==================== sync_fifo
### src/rtl/fifo_pkg.sv
// fifo_pkg: shared parameter defaults and helper functions for sync_fifo
// and fifo_ram.
//   level_width(size)  : bits needed for a fill level from 0 to size.
//   ptr_inc(ptr, size) : index increment that wraps from size-1 back to 0,
//                        using an explicit compare so any depth works.
package fifo_pkg;

  localparam int unsigned SizeDefault         = 32'd10;
  localparam int unsigned EntrySizeDefault    = 32'd8;
  localparam int unsigned AlmostEmptyDefault  = 32'd2;

  function automatic int unsigned level_width(input int unsigned size);
    return $clog2(size + 32'd1);
  endfunction

  function automatic int unsigned ptr_inc(input int unsigned ptr, input int unsigned size);
    int unsigned nxt;
    if (ptr == size - 32'd1) begin
      nxt = 32'd0;
    end else begin
      nxt = ptr + 32'd1;
    end
    return nxt;
  endfunction

endpackage

### src/rtl/fifo_ram.sv
// fifo_ram: Size x EntrySize storage with one synchronous write port and one
// registered read port.
//   clk_i    : clock, posedge
//   rst_i    : synchronous active-high reset, clears the read register only
//   we_i     : write enable; waddr_i/wdata_i sampled at posedge
//   re_i     : read enable; rdata_o loads mem[raddr_i] at posedge
//   rdata_o  : registered read data, holds while re_i is low
// A read and a write to the same address in one cycle returns the old
// contents, which lets a full FIFO pop its head while refilling that slot.
module fifo_ram
  import fifo_pkg::*;
#(
  parameter int unsigned Size      = SizeDefault,
  parameter int unsigned EntrySize = EntrySizeDefault,
  parameter int unsigned PtrW      = $clog2(Size)
) (
  input  logic                 clk_i,
  input  logic                 rst_i,
  input  logic                 we_i,
  input  logic [PtrW-1:0]      waddr_i,
  input  logic [EntrySize-1:0] wdata_i,
  input  logic                 re_i,
  input  logic [PtrW-1:0]      raddr_i,
  output logic [EntrySize-1:0] rdata_o
);

  logic [EntrySize-1:0] mem_q [Size];
  logic [EntrySize-1:0] rdata_q;

  // Storage array write port (contents are not reset).
  always_ff @(posedge clk_i) begin
    if (we_i) begin
      mem_q[waddr_i] <= wdata_i;
    end
  end

  // Registered read port.
  always_ff @(posedge clk_i) begin
    if (rst_i) begin
      rdata_q <= {EntrySize{1'b0}};
    end else if (re_i) begin
      rdata_q <= mem_q[raddr_i];
    end
  end

  assign rdata_o = rdata_q;

endmodule

### src/rtl/sync_fifo.sv
// sync_fifo: single-clock FIFO of any depth >= 2 with fill level,
// almost-full/almost-empty flags, synchronous flush and push-while-full
// when a pop is accepted in the same cycle.
//   clk_i, rst_i         : clock and synchronous active-high reset
//   flush_i              : empties the FIFO, requests in that cycle ignored
//   write_req_i, data_i  : push request and data
//   write_valid_o        : not full
//   read_req_i, data_o   : pop request and registered popped entry
//   read_valid_o         : not empty
//   level_o              : current entry count
//   almost_full_o/_empty : level >= AlmostFullThreshold / <= AlmostEmptyThreshold
//   overflow_o/underflow_o : sticky error flags, present only when the
//                          SYNC_FIFO_ERR_FLAGS_EN macro is defined, else 0
module sync_fifo
  import fifo_pkg::*;
#(
  parameter int unsigned Size                 = SizeDefault,
  parameter int unsigned EntrySize            = EntrySizeDefault,
  parameter int unsigned AlmostFullThreshold  = Size - 32'd2,
  parameter int unsigned AlmostEmptyThreshold = AlmostEmptyDefault
) (
  input  logic                       clk_i,
  input  logic                       rst_i,
  input  logic                       flush_i,
  input  logic                       write_req_i,
  output logic                       write_valid_o,
  input  logic [EntrySize-1:0]       data_i,
  input  logic                       read_req_i,
  output logic                       read_valid_o,
  output logic [EntrySize-1:0]       data_o,
  output logic [$clog2(Size+1)-1:0]  level_o,
  output logic                       almost_full_o,
  output logic                       almost_empty_o,
  output logic                       overflow_o,
  output logic                       underflow_o
);

  localparam int unsigned LvlW = level_width(Size);
  localparam int unsigned PtrW = $clog2(Size);

  logic [PtrW-1:0] wr_ptr_q, wr_ptr_d;
  logic [PtrW-1:0] rd_ptr_q, rd_ptr_d;
  logic [LvlW-1:0] level_q, level_d;
  logic            write_valid_q, write_valid_d;
  logic            read_valid_q, read_valid_d;
  logic            almost_full_q, almost_full_d;
  logic            almost_empty_q, almost_empty_d;
  logic            pop_s, push_s;

  // Handshake decode plus next-state for pointers, level and status flags.
  always_comb begin
    pop_s  = read_req_i && read_valid_q;
    // A full FIFO still accepts a push when the head is leaving this cycle.
    push_s = write_req_i && (write_valid_q || pop_s);

    wr_ptr_d = wr_ptr_q;
    rd_ptr_d = rd_ptr_q;
    level_d  = level_q;

    if (flush_i) begin
      wr_ptr_d = {PtrW{1'b0}};
      rd_ptr_d = {PtrW{1'b0}};
      level_d  = {LvlW{1'b0}};
    end else begin
      if (push_s) begin
        wr_ptr_d = PtrW'(ptr_inc(32'(wr_ptr_q), Size));
      end else begin
        wr_ptr_d = wr_ptr_q;
      end
      if (pop_s) begin
        rd_ptr_d = PtrW'(ptr_inc(32'(rd_ptr_q), Size));
      end else begin
        rd_ptr_d = rd_ptr_q;
      end
      case ({push_s, pop_s})
        2'b10:   level_d = level_q + {{(LvlW-1){1'b0}}, 1'b1};
        2'b01:   level_d = level_q - {{(LvlW-1){1'b0}}, 1'b1};
        default: level_d = level_q;
      endcase
    end

    // Status is computed from the next level so the registered flags always
    // match the registered level.
    write_valid_d  = (level_d != LvlW'(Size));
    read_valid_d   = (level_d != {LvlW{1'b0}});
    almost_full_d  = (level_d >= LvlW'(AlmostFullThreshold));
    almost_empty_d = (level_d <= LvlW'(AlmostEmptyThreshold));
  end

  // Pointer, level and status registers.
  always_ff @(posedge clk_i) begin
    if (rst_i) begin
      wr_ptr_q       <= {PtrW{1'b0}};
      rd_ptr_q       <= {PtrW{1'b0}};
      level_q        <= {LvlW{1'b0}};
      write_valid_q  <= 1'b1;
      read_valid_q   <= 1'b0;
      almost_full_q  <= 1'b0;
      almost_empty_q <= 1'b1;
    end else begin
      wr_ptr_q       <= wr_ptr_d;
      rd_ptr_q       <= rd_ptr_d;
      level_q        <= level_d;
      write_valid_q  <= write_valid_d;
      read_valid_q   <= read_valid_d;
      almost_full_q  <= almost_full_d;
      almost_empty_q <= almost_empty_d;
    end
  end

  // Flush blocks storage access so data_o holds through it.
  fifo_ram #(
    .Size      (Size),
    .EntrySize (EntrySize),
    .PtrW      (PtrW)
  ) u_ram (
    .clk_i   (clk_i),
    .rst_i   (rst_i),
    .we_i    (push_s && !flush_i),
    .waddr_i (wr_ptr_q),
    .wdata_i (data_i),
    .re_i    (pop_s && !flush_i),
    .raddr_i (rd_ptr_q),
    .rdata_o (data_o)
  );

  assign write_valid_o  = write_valid_q;
  assign read_valid_o   = read_valid_q;
  assign level_o        = level_q;
  assign almost_full_o  = almost_full_q;
  assign almost_empty_o = almost_empty_q;

`ifdef SYNC_FIFO_ERR_FLAGS_EN
  logic overflow_q, overflow_d;
  logic underflow_q, underflow_d;

  // Sticky error flag next-state; flush clears them.
  always_comb begin
    if (flush_i) begin
      overflow_d  = 1'b0;
      underflow_d = 1'b0;
    end else begin
      overflow_d  = overflow_q  | (write_req_i & ~push_s);
      underflow_d = underflow_q | (read_req_i & ~read_valid_q);
    end
  end

  // Sticky error flag registers.
  always_ff @(posedge clk_i) begin
    if (rst_i) begin
      overflow_q  <= 1'b0;
      underflow_q <= 1'b0;
    end else begin
      overflow_q  <= overflow_d;
      underflow_q <= underflow_d;
    end
  end

  assign overflow_o  = overflow_q;
  assign underflow_o = underflow_q;
`else
  assign overflow_o  = 1'b0;
  assign underflow_o = 1'b0;
`endif

endmodule

### config.mk
export PLATFORM = sky130hd
export DESIGN_NAME = sync_fifo
export DESIGN_NICKNAME = d
export VERILOG_FILES = /design/src/rtl/fifo_pkg.sv /design/src/rtl/fifo_ram.sv /design/src/rtl/sync_fifo.sv
export SDC_FILE = /design/constraint.sdc
export NUM_CORES = 1
export LEC_CHECK = 0
export CAP_MARGIN = 20
export CORE_MARGIN = 2
export CORE_UTILIZATION = 40
export DETAILED_ROUTE_END_ITERATION = 10
export SYNTH_ARGS = -nofsm -noshare
export SYNTH_HDL_FRONTEND = slang
export SYNTH_SLANG_ARGS = --single-unit
### constraint.sdc
create_clock -name clk_i -period 2.5 [get_ports clk_i]
set_clock_uncertainty 0.05 [all_clocks]
set_input_delay 0.5 -clock clk_i [delete_from_list [all_inputs] [get_ports clk_i]]
set_output_delay 0.5 -clock clk_i [all_outputs]
set_load 0.05 [all_outputs]
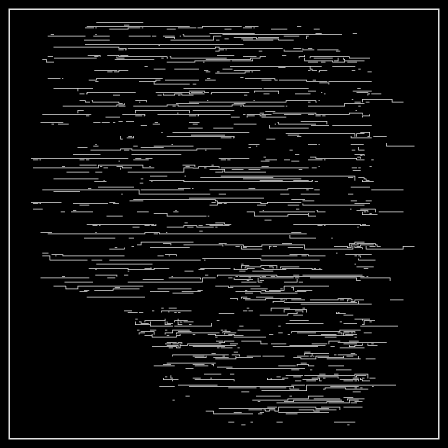
sync_fifo: met1 routing
The wires run mostly horizontal. The layer carries 3,840 microns of wire. The longest straight run is 39.1 microns.

==> impl_metrics.yaml <==
# implementation run metrics
outcome:
  run_status: "complete, no violations"
power:
  power_per_cell_area_nw_per_um2: 631
  peak_ir_drop_on_the_vdd_network_mv: 0.345
  p_switching_uw: 754
critical_path:
  rr_endpoint: "almost_empty_o"
  regToRegStartpoint: "read_valid_o"
final_timing:
  slew_viol_final: 0
  finalSetupViolCount: 0
  fmax_mhz: 425
finish:
  buf_share: 0.0924
  dominant_cells: "flip-flops and latches"
  post_route_cells_drive_above_1_share: 0.204
synth:
  top_reg_cell_synth: "sky130_fd_sc_hd__edfxtp_1"
placement:
  place.port_buffers: 28
  dp_slack_ns: -0.308
grt:
  gr-usage-met1: 0.205
  use_met3: 0.0368
clock_network:
  numCtsBuffers: 9
floorplanning:
  die.size.y_microns: 106
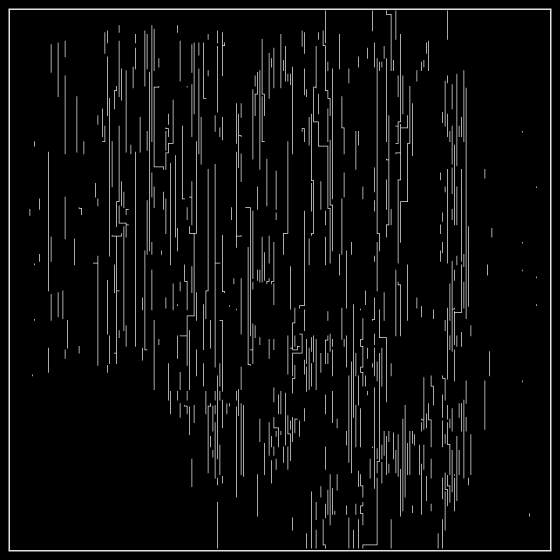
sync_fifo: M2 wires
266 nets have wire on it. The layer holds 45% of the routed length. The longest straight run is 45.2 microns. The layer carries 3,370 microns of wire. The wires run mostly vertical.


==================== mem_burst_arbiter
$ cat src/rtl/mem_burst_arbiter.sv
// Round-robin burst arbiter that shares one synchronous-read memory port between NREQ requesters.
// Optional macro WRITE_PRIORITY_EN: write bursts win arbitration over read bursts.
module mem_burst_arbiter #(
  parameter int NREQ   = 3,
  parameter int ADDR_W = 16,
  parameter int DATA_W = 8,
  parameter int LEN_W  = 6,
  localparam int ID_W  = (NREQ > 1) ? $clog2(NREQ) : 1
) (
  input  logic                     clk,
  input  logic                     rst,
  input  logic [NREQ-1:0]          req,
  input  logic [NREQ-1:0]          req_we,
  input  logic [NREQ*ADDR_W-1:0]   req_addr,
  input  logic [NREQ*LEN_W-1:0]    req_len,
  input  logic [NREQ*DATA_W-1:0]   req_wdata,
  output logic [NREQ-1:0]          gnt,
  output logic                     beat_ack,
  output logic [NREQ-1:0]          burst_done,
  output logic [ADDR_W-1:0]        mem_addr,
  output logic [DATA_W-1:0]        mem_wdata,
  output logic                     mem_ren,
  output logic                     mem_wen,
  input  logic [DATA_W-1:0]        mem_rdata,
  output logic [DATA_W-1:0]        rdata,
  output logic                     rdata_valid,
  output logic [ID_W-1:0]          rdata_id,
  output logic                     busy,
  output logic                     state_dbg
);

  typedef enum logic {IDLE = 1'b0, BURST = 1'b1} state_t;

  state_t            state;
  logic [ID_W-1:0]   rr_ptr;
  logic [ID_W-1:0]   gnt_idx;
  logic [LEN_W-1:0]  beat_cnt;
  logic [LEN_W-1:0]  len_l;

  logic [NREQ-1:0]   cand;
  logic              sel_found;
  logic [ID_W-1:0]   sel_idx;
  logic [LEN_W-1:0]  sel_len;
  logic [LEN_W-1:0]  len_n;
  logic              last_beat;

  // Pick the first candidate at or after rr_ptr, wrapping around.
  always_comb begin
    int idx;
    cand      = req;
`ifdef WRITE_PRIORITY_EN
    if (|(req & req_we)) cand = req & req_we;
`endif
    sel_found = 1'b0;
    sel_idx   = '0;
    idx       = 0;
    for (int k = 0; k < NREQ; k++) begin
      idx = int'(rr_ptr) + k;
      if (idx >= NREQ) idx = idx - NREQ;
      if (!sel_found && cand[idx]) begin
        sel_found = 1'b1;
        sel_idx   = ID_W'(idx);
      end
    end
  end

  assign sel_len   = req_len[sel_idx*LEN_W +: LEN_W];
  assign len_n     = (sel_len == '0) ? LEN_W'(1) : sel_len;
  assign last_beat = (beat_cnt == len_l - LEN_W'(1));

  always_ff @(posedge clk or posedge rst) begin
    if (rst) begin
      state       <= IDLE;
      rr_ptr      <= '0;
      gnt_idx     <= '0;
      beat_cnt    <= '0;
      len_l       <= '0;
      gnt         <= '0;
      beat_ack    <= 1'b0;
      burst_done  <= '0;
      mem_addr    <= '0;
      mem_ren     <= 1'b0;
      mem_wen     <= 1'b0;
      rdata_valid <= 1'b0;
      rdata_id    <= '0;
    end else begin
      rdata_valid <= mem_ren;
      rdata_id    <= gnt_idx;
      case (state)
        IDLE: begin
          if (sel_found) begin
            state      <= BURST;
            gnt_idx    <= sel_idx;
            len_l      <= len_n;
            beat_cnt   <= '0;
            gnt        <= NREQ'(1) << sel_idx;
            beat_ack   <= 1'b1;
            mem_addr   <= req_addr[sel_idx*ADDR_W +: ADDR_W];
            mem_wen    <= req_we[sel_idx];
            mem_ren    <= ~req_we[sel_idx];
            burst_done <= (len_n == LEN_W'(1)) ? (NREQ'(1) << sel_idx) : '0;
          end
        end
        BURST: begin
          if (last_beat) begin
            state      <= IDLE;
            rr_ptr     <= (gnt_idx == ID_W'(NREQ - 1)) ? '0 : gnt_idx + 1'b1;
            beat_cnt   <= '0;
            gnt        <= '0;
            beat_ack   <= 1'b0;
            burst_done <= '0;
            mem_addr   <= '0;
            mem_wen    <= 1'b0;
            mem_ren    <= 1'b0;
          end else begin
            beat_cnt   <= beat_cnt + LEN_W'(1);
            mem_addr   <= mem_addr + ADDR_W'(1);
            // Announce completion together with the beat that will be last.
            burst_done <= (beat_cnt + LEN_W'(2) == len_l) ? gnt : '0;
          end
        end
        default: state <= IDLE;
      endcase
    end
  end

  assign mem_wdata = mem_wen ? req_wdata[gnt_idx*DATA_W +: DATA_W] : '0;
  assign rdata     = rdata_valid ? mem_rdata : '0;
  assign busy      = (state == BURST);
  assign state_dbg = state;

endmodule

$ cat config.mk
export PLATFORM = sky130hd
export DESIGN_NAME = mem_burst_arbiter
export DESIGN_NICKNAME = d
export VERILOG_FILES = /design/src/rtl/mem_burst_arbiter.sv
export SDC_FILE = /design/constraint.sdc
export NUM_CORES = 1
export LEC_CHECK = 0
export ABC_AREA = 1
export CORE_UTILIZATION = 47
export DETAILED_ROUTE_END_ITERATION = 7
export GPL_ROUTABILITY_DRIVEN = 0
export PLACE_DENSITY = 0.93
export SLEW_MARGIN = 30
export SYNTH_ARGS = -nofsm -noshare
export SYNTH_HDL_FRONTEND = slang
export SYNTH_SLANG_ARGS = --single-unit
$ cat constraint.sdc
create_clock -name clk -period 5.2 [get_ports clk]
set_input_delay 1.56 -clock clk [delete_from_list [all_inputs] [get_ports clk]]
set_output_delay 1.56 -clock clk [all_outputs]
set_load 0.03 [all_outputs]
==> impl_metrics.yaml <==
# implementation run metrics
final_timing:
  finalSetupTns_ns: 0
power:
  p_switching_uw: 1660
  comb_power_share: 0.691
  power.leakage_uw: 0.00249
grt:
  gr-usage-met1: 0.356
  use_met3: 0.0415
  grt_first_pass_wirelength_mm: 19.0
clock_network:
  ctsLongestPathBuffers: 2
  cts_tree: "done"
critical_path:
  critical_path.endpoint_type: "output port"
finish:
  comb_cells: 401
  dominant_cells: "logic gates"
  antenna_cells: 0
outcome:
  run_status: "complete, no violations"
hold_path:
  hold_path_class: "reg -> reg"
placement:
  dp_slack_ns: 0.622
synth:
  post_synth_ao_oa_area_fraction: 0.122
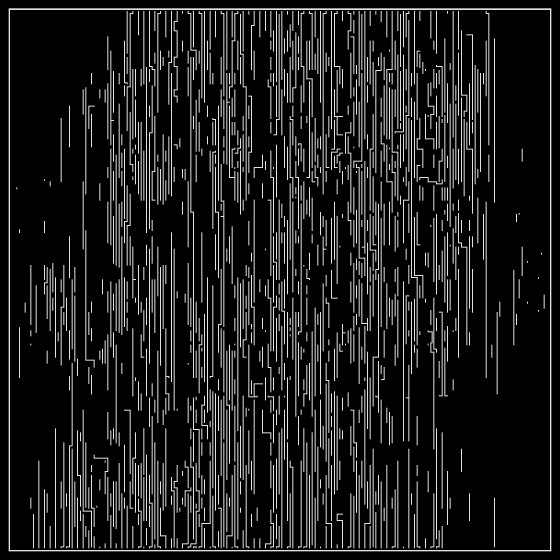
mem_burst_arbiter: M2 wires
654 nets have wire on it. The wires run mostly vertical. The longest straight run is 30.1 microns. The layer carries 6,190 microns of wire.

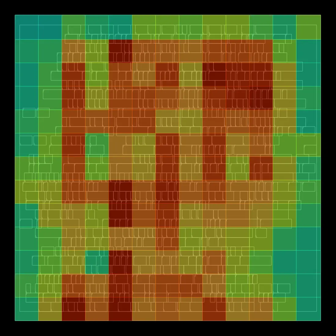
mem_burst_arbiter: track usage over the die
met2 Usage GRT: 0.519
GRT Resource Usage Total: 0.292
routed wire length per instance: 15.1 microns
Top Usage Layer GRT: met2


==================== ws2812b_frame_scheduler
ws2812b_frame_scheduler, met1 routing:
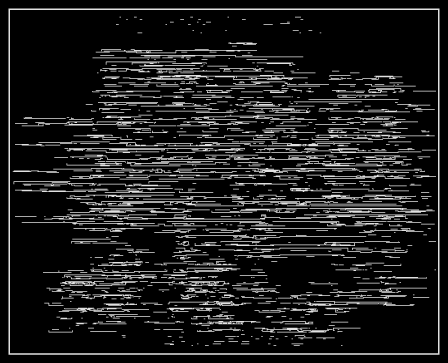
ws2812b_frame_scheduler, M2 wires:
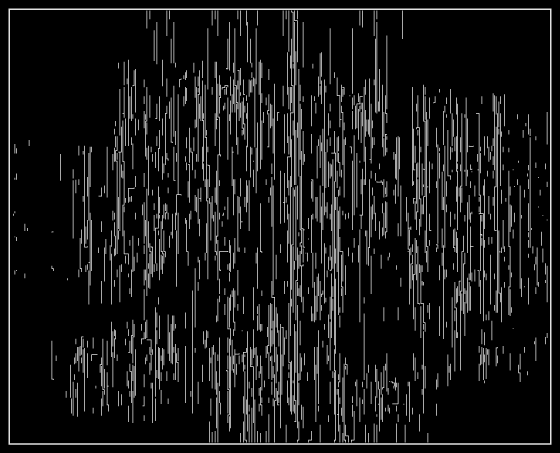
## src/rtl/ws2812b_frame_scheduler_pkg.sv

```systemverilog
// rtl/ws2812b_frame_scheduler_pkg.sv - shared types and constants for the WS2812B frame scheduler
// Contents:
//   RGB_W        colour word width, {R,G,B} packed
//   IDX_W        LED index width on the write ports
//   state_t      scheduler FSM states
//   tick_period  refresh tick period in system clock cycles
package ws2812b_frame_scheduler_pkg;

  localparam int RGB_W = 24;
  localparam int IDX_W = 3;

  typedef enum logic [1:0] {
    ST_IDLE   = 2'd0,
    ST_STREAM = 2'd1,
    ST_LATCH  = 2'd2
  } state_t;

  function automatic int tick_period(input int sys_freq, input int refresh_hz);
    return sys_freq / refresh_hz;
  endfunction

endpackage

```

## src/rtl/ws2812b_rr_arb2.sv

```systemverilog
// rtl/ws2812b_rr_arb2.sv - two-requester round-robin arbiter
// Ports:
//   clk, rst_n      clock, asynchronous active-low reset
//   en              grants are only issued while en is high
//   req_a, req_b    requests
//   gnt_a, gnt_b    combinational one-hot grant
//   last_b          1 when the most recent grant went to B (reset value 1 so A wins first)
module ws2812b_rr_arb2
  import ws2812b_frame_scheduler_pkg::*;
(
  input  logic clk,
  input  logic rst_n,
  input  logic en,
  input  logic req_a,
  input  logic req_b,
  output logic gnt_a,
  output logic gnt_b,
  output logic last_b
);

  always_comb begin
    gnt_a = 1'b0;
    gnt_b = 1'b0;
    if (en) begin
      if (req_a && req_b) begin
        gnt_a = last_b;
        gnt_b = !last_b;
      end else begin
        gnt_a = req_a;
        gnt_b = req_b;
      end
    end
  end

  always_ff @(posedge clk or negedge rst_n) begin
    if (!rst_n) begin
      last_b <= 1'b1;
    end else if (gnt_a) begin
      last_b <= 1'b0;
    end else if (gnt_b) begin
      last_b <= 1'b1;
    end
  end

endmodule

```

## src/rtl/ws2812b_frame_scheduler.sv

```systemverilog
// rtl/ws2812b_frame_scheduler.sv - colour buffer and frame scheduler feeding a WS2812B serializer
// Ports:
//   clk, rst_n                         clock, asynchronous active-low reset
//   wr_a_req/idx/rgb, wr_a_ack         requester A buffer write (req held until ack)
//   wr_b_req/idx/rgb, wr_b_ack         requester B buffer write
//   frame_req                          one-cycle pulse forcing a frame
//   pix_valid, pix_rgb, pix_ready      pixel stream to the serializer, {R,G,B}
//   latch_req, latch_done              reset-gap request / completion from the serializer
//   busy, wr_err, frame_count          status: frame in flight, bad-index write, frames sent
module ws2812b_frame_scheduler
  import ws2812b_frame_scheduler_pkg::*;
#(
  parameter int SYS_FREQ   = 12_090_000,
  parameter int NUM_LEDS   = 6,
  parameter int REFRESH_HZ = 60
) (
  input  logic             clk,
  input  logic             rst_n,
  input  logic             wr_a_req,
  input  logic [IDX_W-1:0] wr_a_idx,
  input  logic [RGB_W-1:0] wr_a_rgb,
  output logic             wr_a_ack,
  input  logic             wr_b_req,
  input  logic [IDX_W-1:0] wr_b_idx,
  input  logic [RGB_W-1:0] wr_b_rgb,
  output logic             wr_b_ack,
  input  logic             frame_req,
  output logic             pix_valid,
  output logic [RGB_W-1:0] pix_rgb,
  input  logic             pix_ready,
  output logic             latch_req,
  input  logic             latch_done,
  output logic             busy,
  output logic             wr_err,
  output logic [15:0]      frame_count
);

  localparam int PERIOD = tick_period(SYS_FREQ, REFRESH_HZ);
  localparam int CNT_W  = (PERIOD > 1) ? $clog2(PERIOD) : 1;
  localparam logic [IDX_W:0]   LEDS_EXT = (IDX_W + 1)'(NUM_LEDS);
  localparam logic [IDX_W-1:0] LAST_IDX = IDX_W'(NUM_LEDS - 1);

  state_t           state, state_nx;
  logic [CNT_W-1:0] tick_cnt;
  logic             tick;
  logic [RGB_W-1:0] buf_mem [NUM_LEDS];
  logic             dirty, pending;
  logic [IDX_W-1:0] pix_idx;
  logic             start, xfer, xfer_last;
  logic             arb_en, req_a, req_b, gnt_a, gnt_b, last_b, gnt_any, gnt_ok;
  logic             ack_vld;
  logic [IDX_W-1:0] gnt_idx;
  logic [RGB_W-1:0] gnt_rgb;

  // Free-running refresh tick; it keeps counting through frames.
  always_ff @(posedge clk or negedge rst_n) begin
    if (!rst_n)    tick_cnt <= '0;
    else if (tick) tick_cnt <= '0;
    else           tick_cnt <= tick_cnt + CNT_W'(1);
  end
  assign tick = (tick_cnt == CNT_W'(PERIOD - 1));

  assign start     = (state == ST_IDLE) && ((tick && dirty) || frame_req || pending);
  assign xfer      = (state == ST_STREAM) && pix_ready;
  assign xfer_last = xfer && (pix_idx == LAST_IDX);

  always_ff @(posedge clk or negedge rst_n) begin
    if (!rst_n) state <= ST_IDLE;
    else        state <= state_nx;
  end

  always_comb begin
    state_nx  = state;
    busy      = (state != ST_IDLE);
    pix_valid = (state == ST_STREAM);
    latch_req = (state == ST_LATCH);
    pix_rgb   = '0;
    case (state)
      ST_IDLE:   if (start) state_nx = ST_STREAM;
      ST_STREAM: begin
        pix_rgb = buf_mem[pix_idx];
        if (xfer_last) state_nx = ST_LATCH;
      end
      ST_LATCH:  if (latch_done) state_nx = ST_IDLE;
      default:   state_nx = ST_IDLE;
    endcase
  end

  // Starting a frame wins over a write grant; the requester simply keeps
  // req high and is served on a later IDLE cycle. The ack-cycle mask keeps
  // a requester that is just being acked from winning a second time.
  assign arb_en = (state == ST_IDLE) && !start;
  assign req_a  = wr_a_req && !wr_a_ack;
  assign req_b  = wr_b_req && !wr_b_ack;

  ws2812b_rr_arb2 u_arb (
    .clk    (clk),
    .rst_n  (rst_n),
    .en     (arb_en),
    .req_a  (req_a),
    .req_b  (req_b),
    .gnt_a  (gnt_a),
    .gnt_b  (gnt_b),
    .last_b (last_b)
  );

  assign gnt_any = gnt_a || gnt_b;
  assign gnt_idx = gnt_b ? wr_b_idx : wr_a_idx;
  assign gnt_rgb = gnt_b ? wr_b_rgb : wr_a_rgb;
  assign gnt_ok  = ({1'b0, gnt_idx} < LEDS_EXT);

  // The arbiter pointer is updated on the grant edge, so during the ack
  // cycle it names exactly the requester being acknowledged.
  assign wr_a_ack = ack_vld && !last_b;
  assign wr_b_ack = ack_vld && last_b;

  always_ff @(posedge clk or negedge rst_n) begin
    if (!rst_n) begin
      ack_vld     <= 1'b0;
      wr_err      <= 1'b0;
      dirty       <= 1'b1;
      pending     <= 1'b0;
      pix_idx     <= '0;
      frame_count <= '0;
    end else begin
      ack_vld <= gnt_any;
      wr_err  <= gnt_any && !gnt_ok;
      if (start) begin
        pix_idx <= '0;
        dirty   <= 1'b0;
        pending <= 1'b0;
      end else begin
        if (gnt_any && gnt_ok) dirty <= 1'b1;
        if ((state != ST_IDLE) && ((tick && dirty) || frame_req)) pending <= 1'b1;
      end
      if (xfer) pix_idx <= pix_idx + IDX_W'(1);
      if ((state == ST_LATCH) && latch_done) frame_count <= frame_count + 16'd1;
    end
  end

  always_ff @(posedge clk or negedge rst_n) begin
    if (!rst_n) begin
      for (int i = 0; i < NUM_LEDS; i++) buf_mem[i] <= '0;
    end else if (gnt_any && gnt_ok) begin
      buf_mem[gnt_idx] <= gnt_rgb;
    end
  end

endmodule

```

## config.mk

```make
export PLATFORM = sky130hd
export DESIGN_NAME = ws2812b_frame_scheduler
export DESIGN_NICKNAME = d
export VERILOG_FILES = /design/src/rtl/ws2812b_frame_scheduler_pkg.sv /design/src/rtl/ws2812b_rr_arb2.sv /design/src/rtl/ws2812b_frame_scheduler.sv
export SDC_FILE = /design/constraint.sdc
export NUM_CORES = 1
export LEC_CHECK = 0
export CAP_MARGIN = 10
export CORE_ASPECT_RATIO = 0.8
export CORE_MARGIN = 1
export CORE_UTILIZATION = 40
export CTS_CLUSTER_SIZE = 12
export DETAILED_ROUTE_END_ITERATION = 8
export GPL_TIMING_DRIVEN = 1
export PLACE_DENSITY = 0.72
export SLEW_MARGIN = 20
export SYNTH_ARGS = -nofsm -noshare
export SYNTH_HDL_FRONTEND = slang
export SYNTH_SLANG_ARGS = --single-unit
```

## constraint.sdc

```tcl
create_clock -name clk -period 3.7 [get_ports clk]
set_clock_uncertainty 0.05 [all_clocks]
set_input_delay 0.74 -clock clk [delete_from_list [all_inputs] [get_ports clk]]
set_output_delay 0.74 -clock clk [all_outputs]
set_load 0.02 [all_outputs]
```

==> impl_metrics.yaml <==
# implementation run metrics
synth:
  yosysChipArea_sq_um: 9580
  post-synth-top-count-cell: "sky130_fd_sc_hd__dfrtp_1"
  synthDistinctLibCells: 56
  mapped_cells: 666
finish:
  layout.clock.cell_area_share: 0.0531
  largest_register: "buf_mem"
route:
  highest-signal-layer: "met4"
  avgRoutedWirePerCell_microns: 18.6
  routed-wl-met3_microns: 719
power:
  power.group.top: "registers"
  total_power_uw: 5490
grt:
  grt_first_pass_wirelength_mm: 34.2
  grt_resource_usage_total: 0.178
clock_network:
  cts_tree: "done"
  numCtsBuffers: 17
  worst_skew_pair.late_latency_ns: 0.43
critical_path:
  worst_setup_ep: "pix_rgb[22]"
  critical-path-slowest-cell: "sky130_fd_sc_hd__mux4_2"
  worstSetupStartpoint: "pix_idx[0]"
  cp_data_required_time_ns: 2.91
final_timing:
  worst_slew_margin_relative_to_its_limit: 0.335
  worst_slack_ns: 0.242
placement:
  place.port_buffers: 106
floorplanning:
  core.rowCount: 50
  floorplanUtilization: 0.408
  die.size.y_microns: 140
  die_area_sq_um: 24600
  core-area_sq_um: 23500
job:
  openroad.warnings: 27
outcome:
  run_status: "complete, no violations"
Notes on 'met1 routing' of ws2812b_frame_scheduler above:
The wires run mostly horizontal. 770 nets have wire on it. The layer carries 10,200 microns of wire. The longest straight run is 58.9 microns.

Notes on 'M2 wires' of ws2812b_frame_scheduler above:
The layer carries 9,410 microns of wire. The layer holds 46% of the routed length. 730 nets have wire on it. The wires run mostly vertical. The longest straight run is 64.6 microns.



==> gallery <==
The metal 3 layer.
panel A
The bar under the picture is 20 microns long.
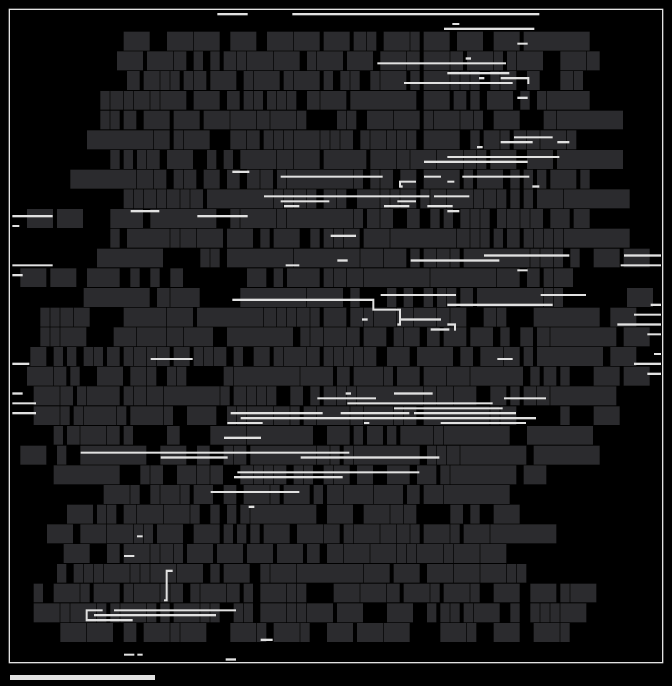
panel B
The bar under the picture is 50 microns long.
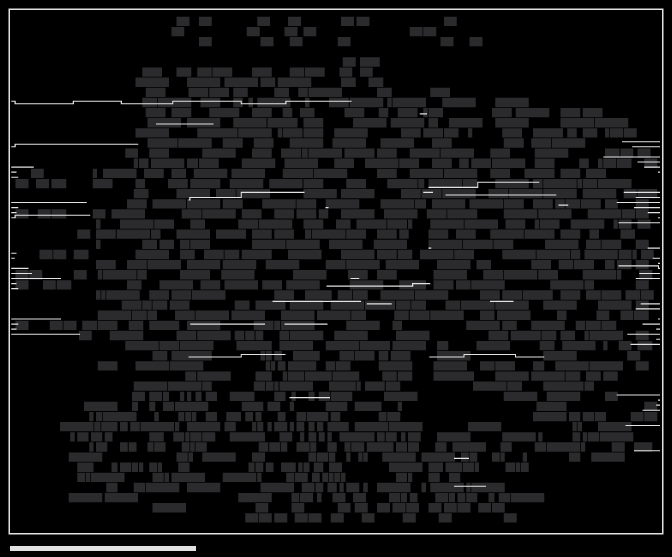
panel C
The bar under the picture is 20 microns long.
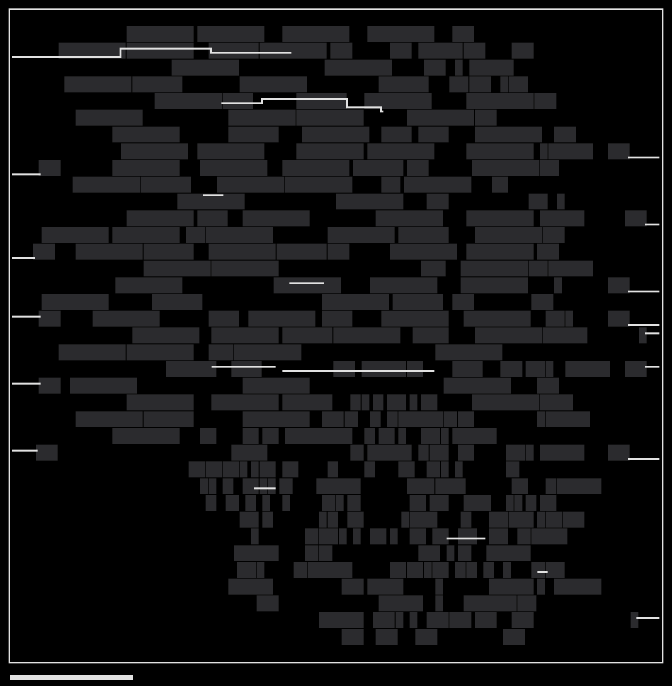
- largest die: panel B
- smallest die: panel A
- panel C = sync_fifo
- panel A = mem_burst_arbiter
- panel B = ws2812b_frame_scheduler

Key to panel A:
74 nets have wire on it. The wires run mostly horizontal. The layer holds 5.9% of the routed length. The longest straight run is 40.5 microns.

Power figures rest on the tool's default switching activity, not on a simulated workload.
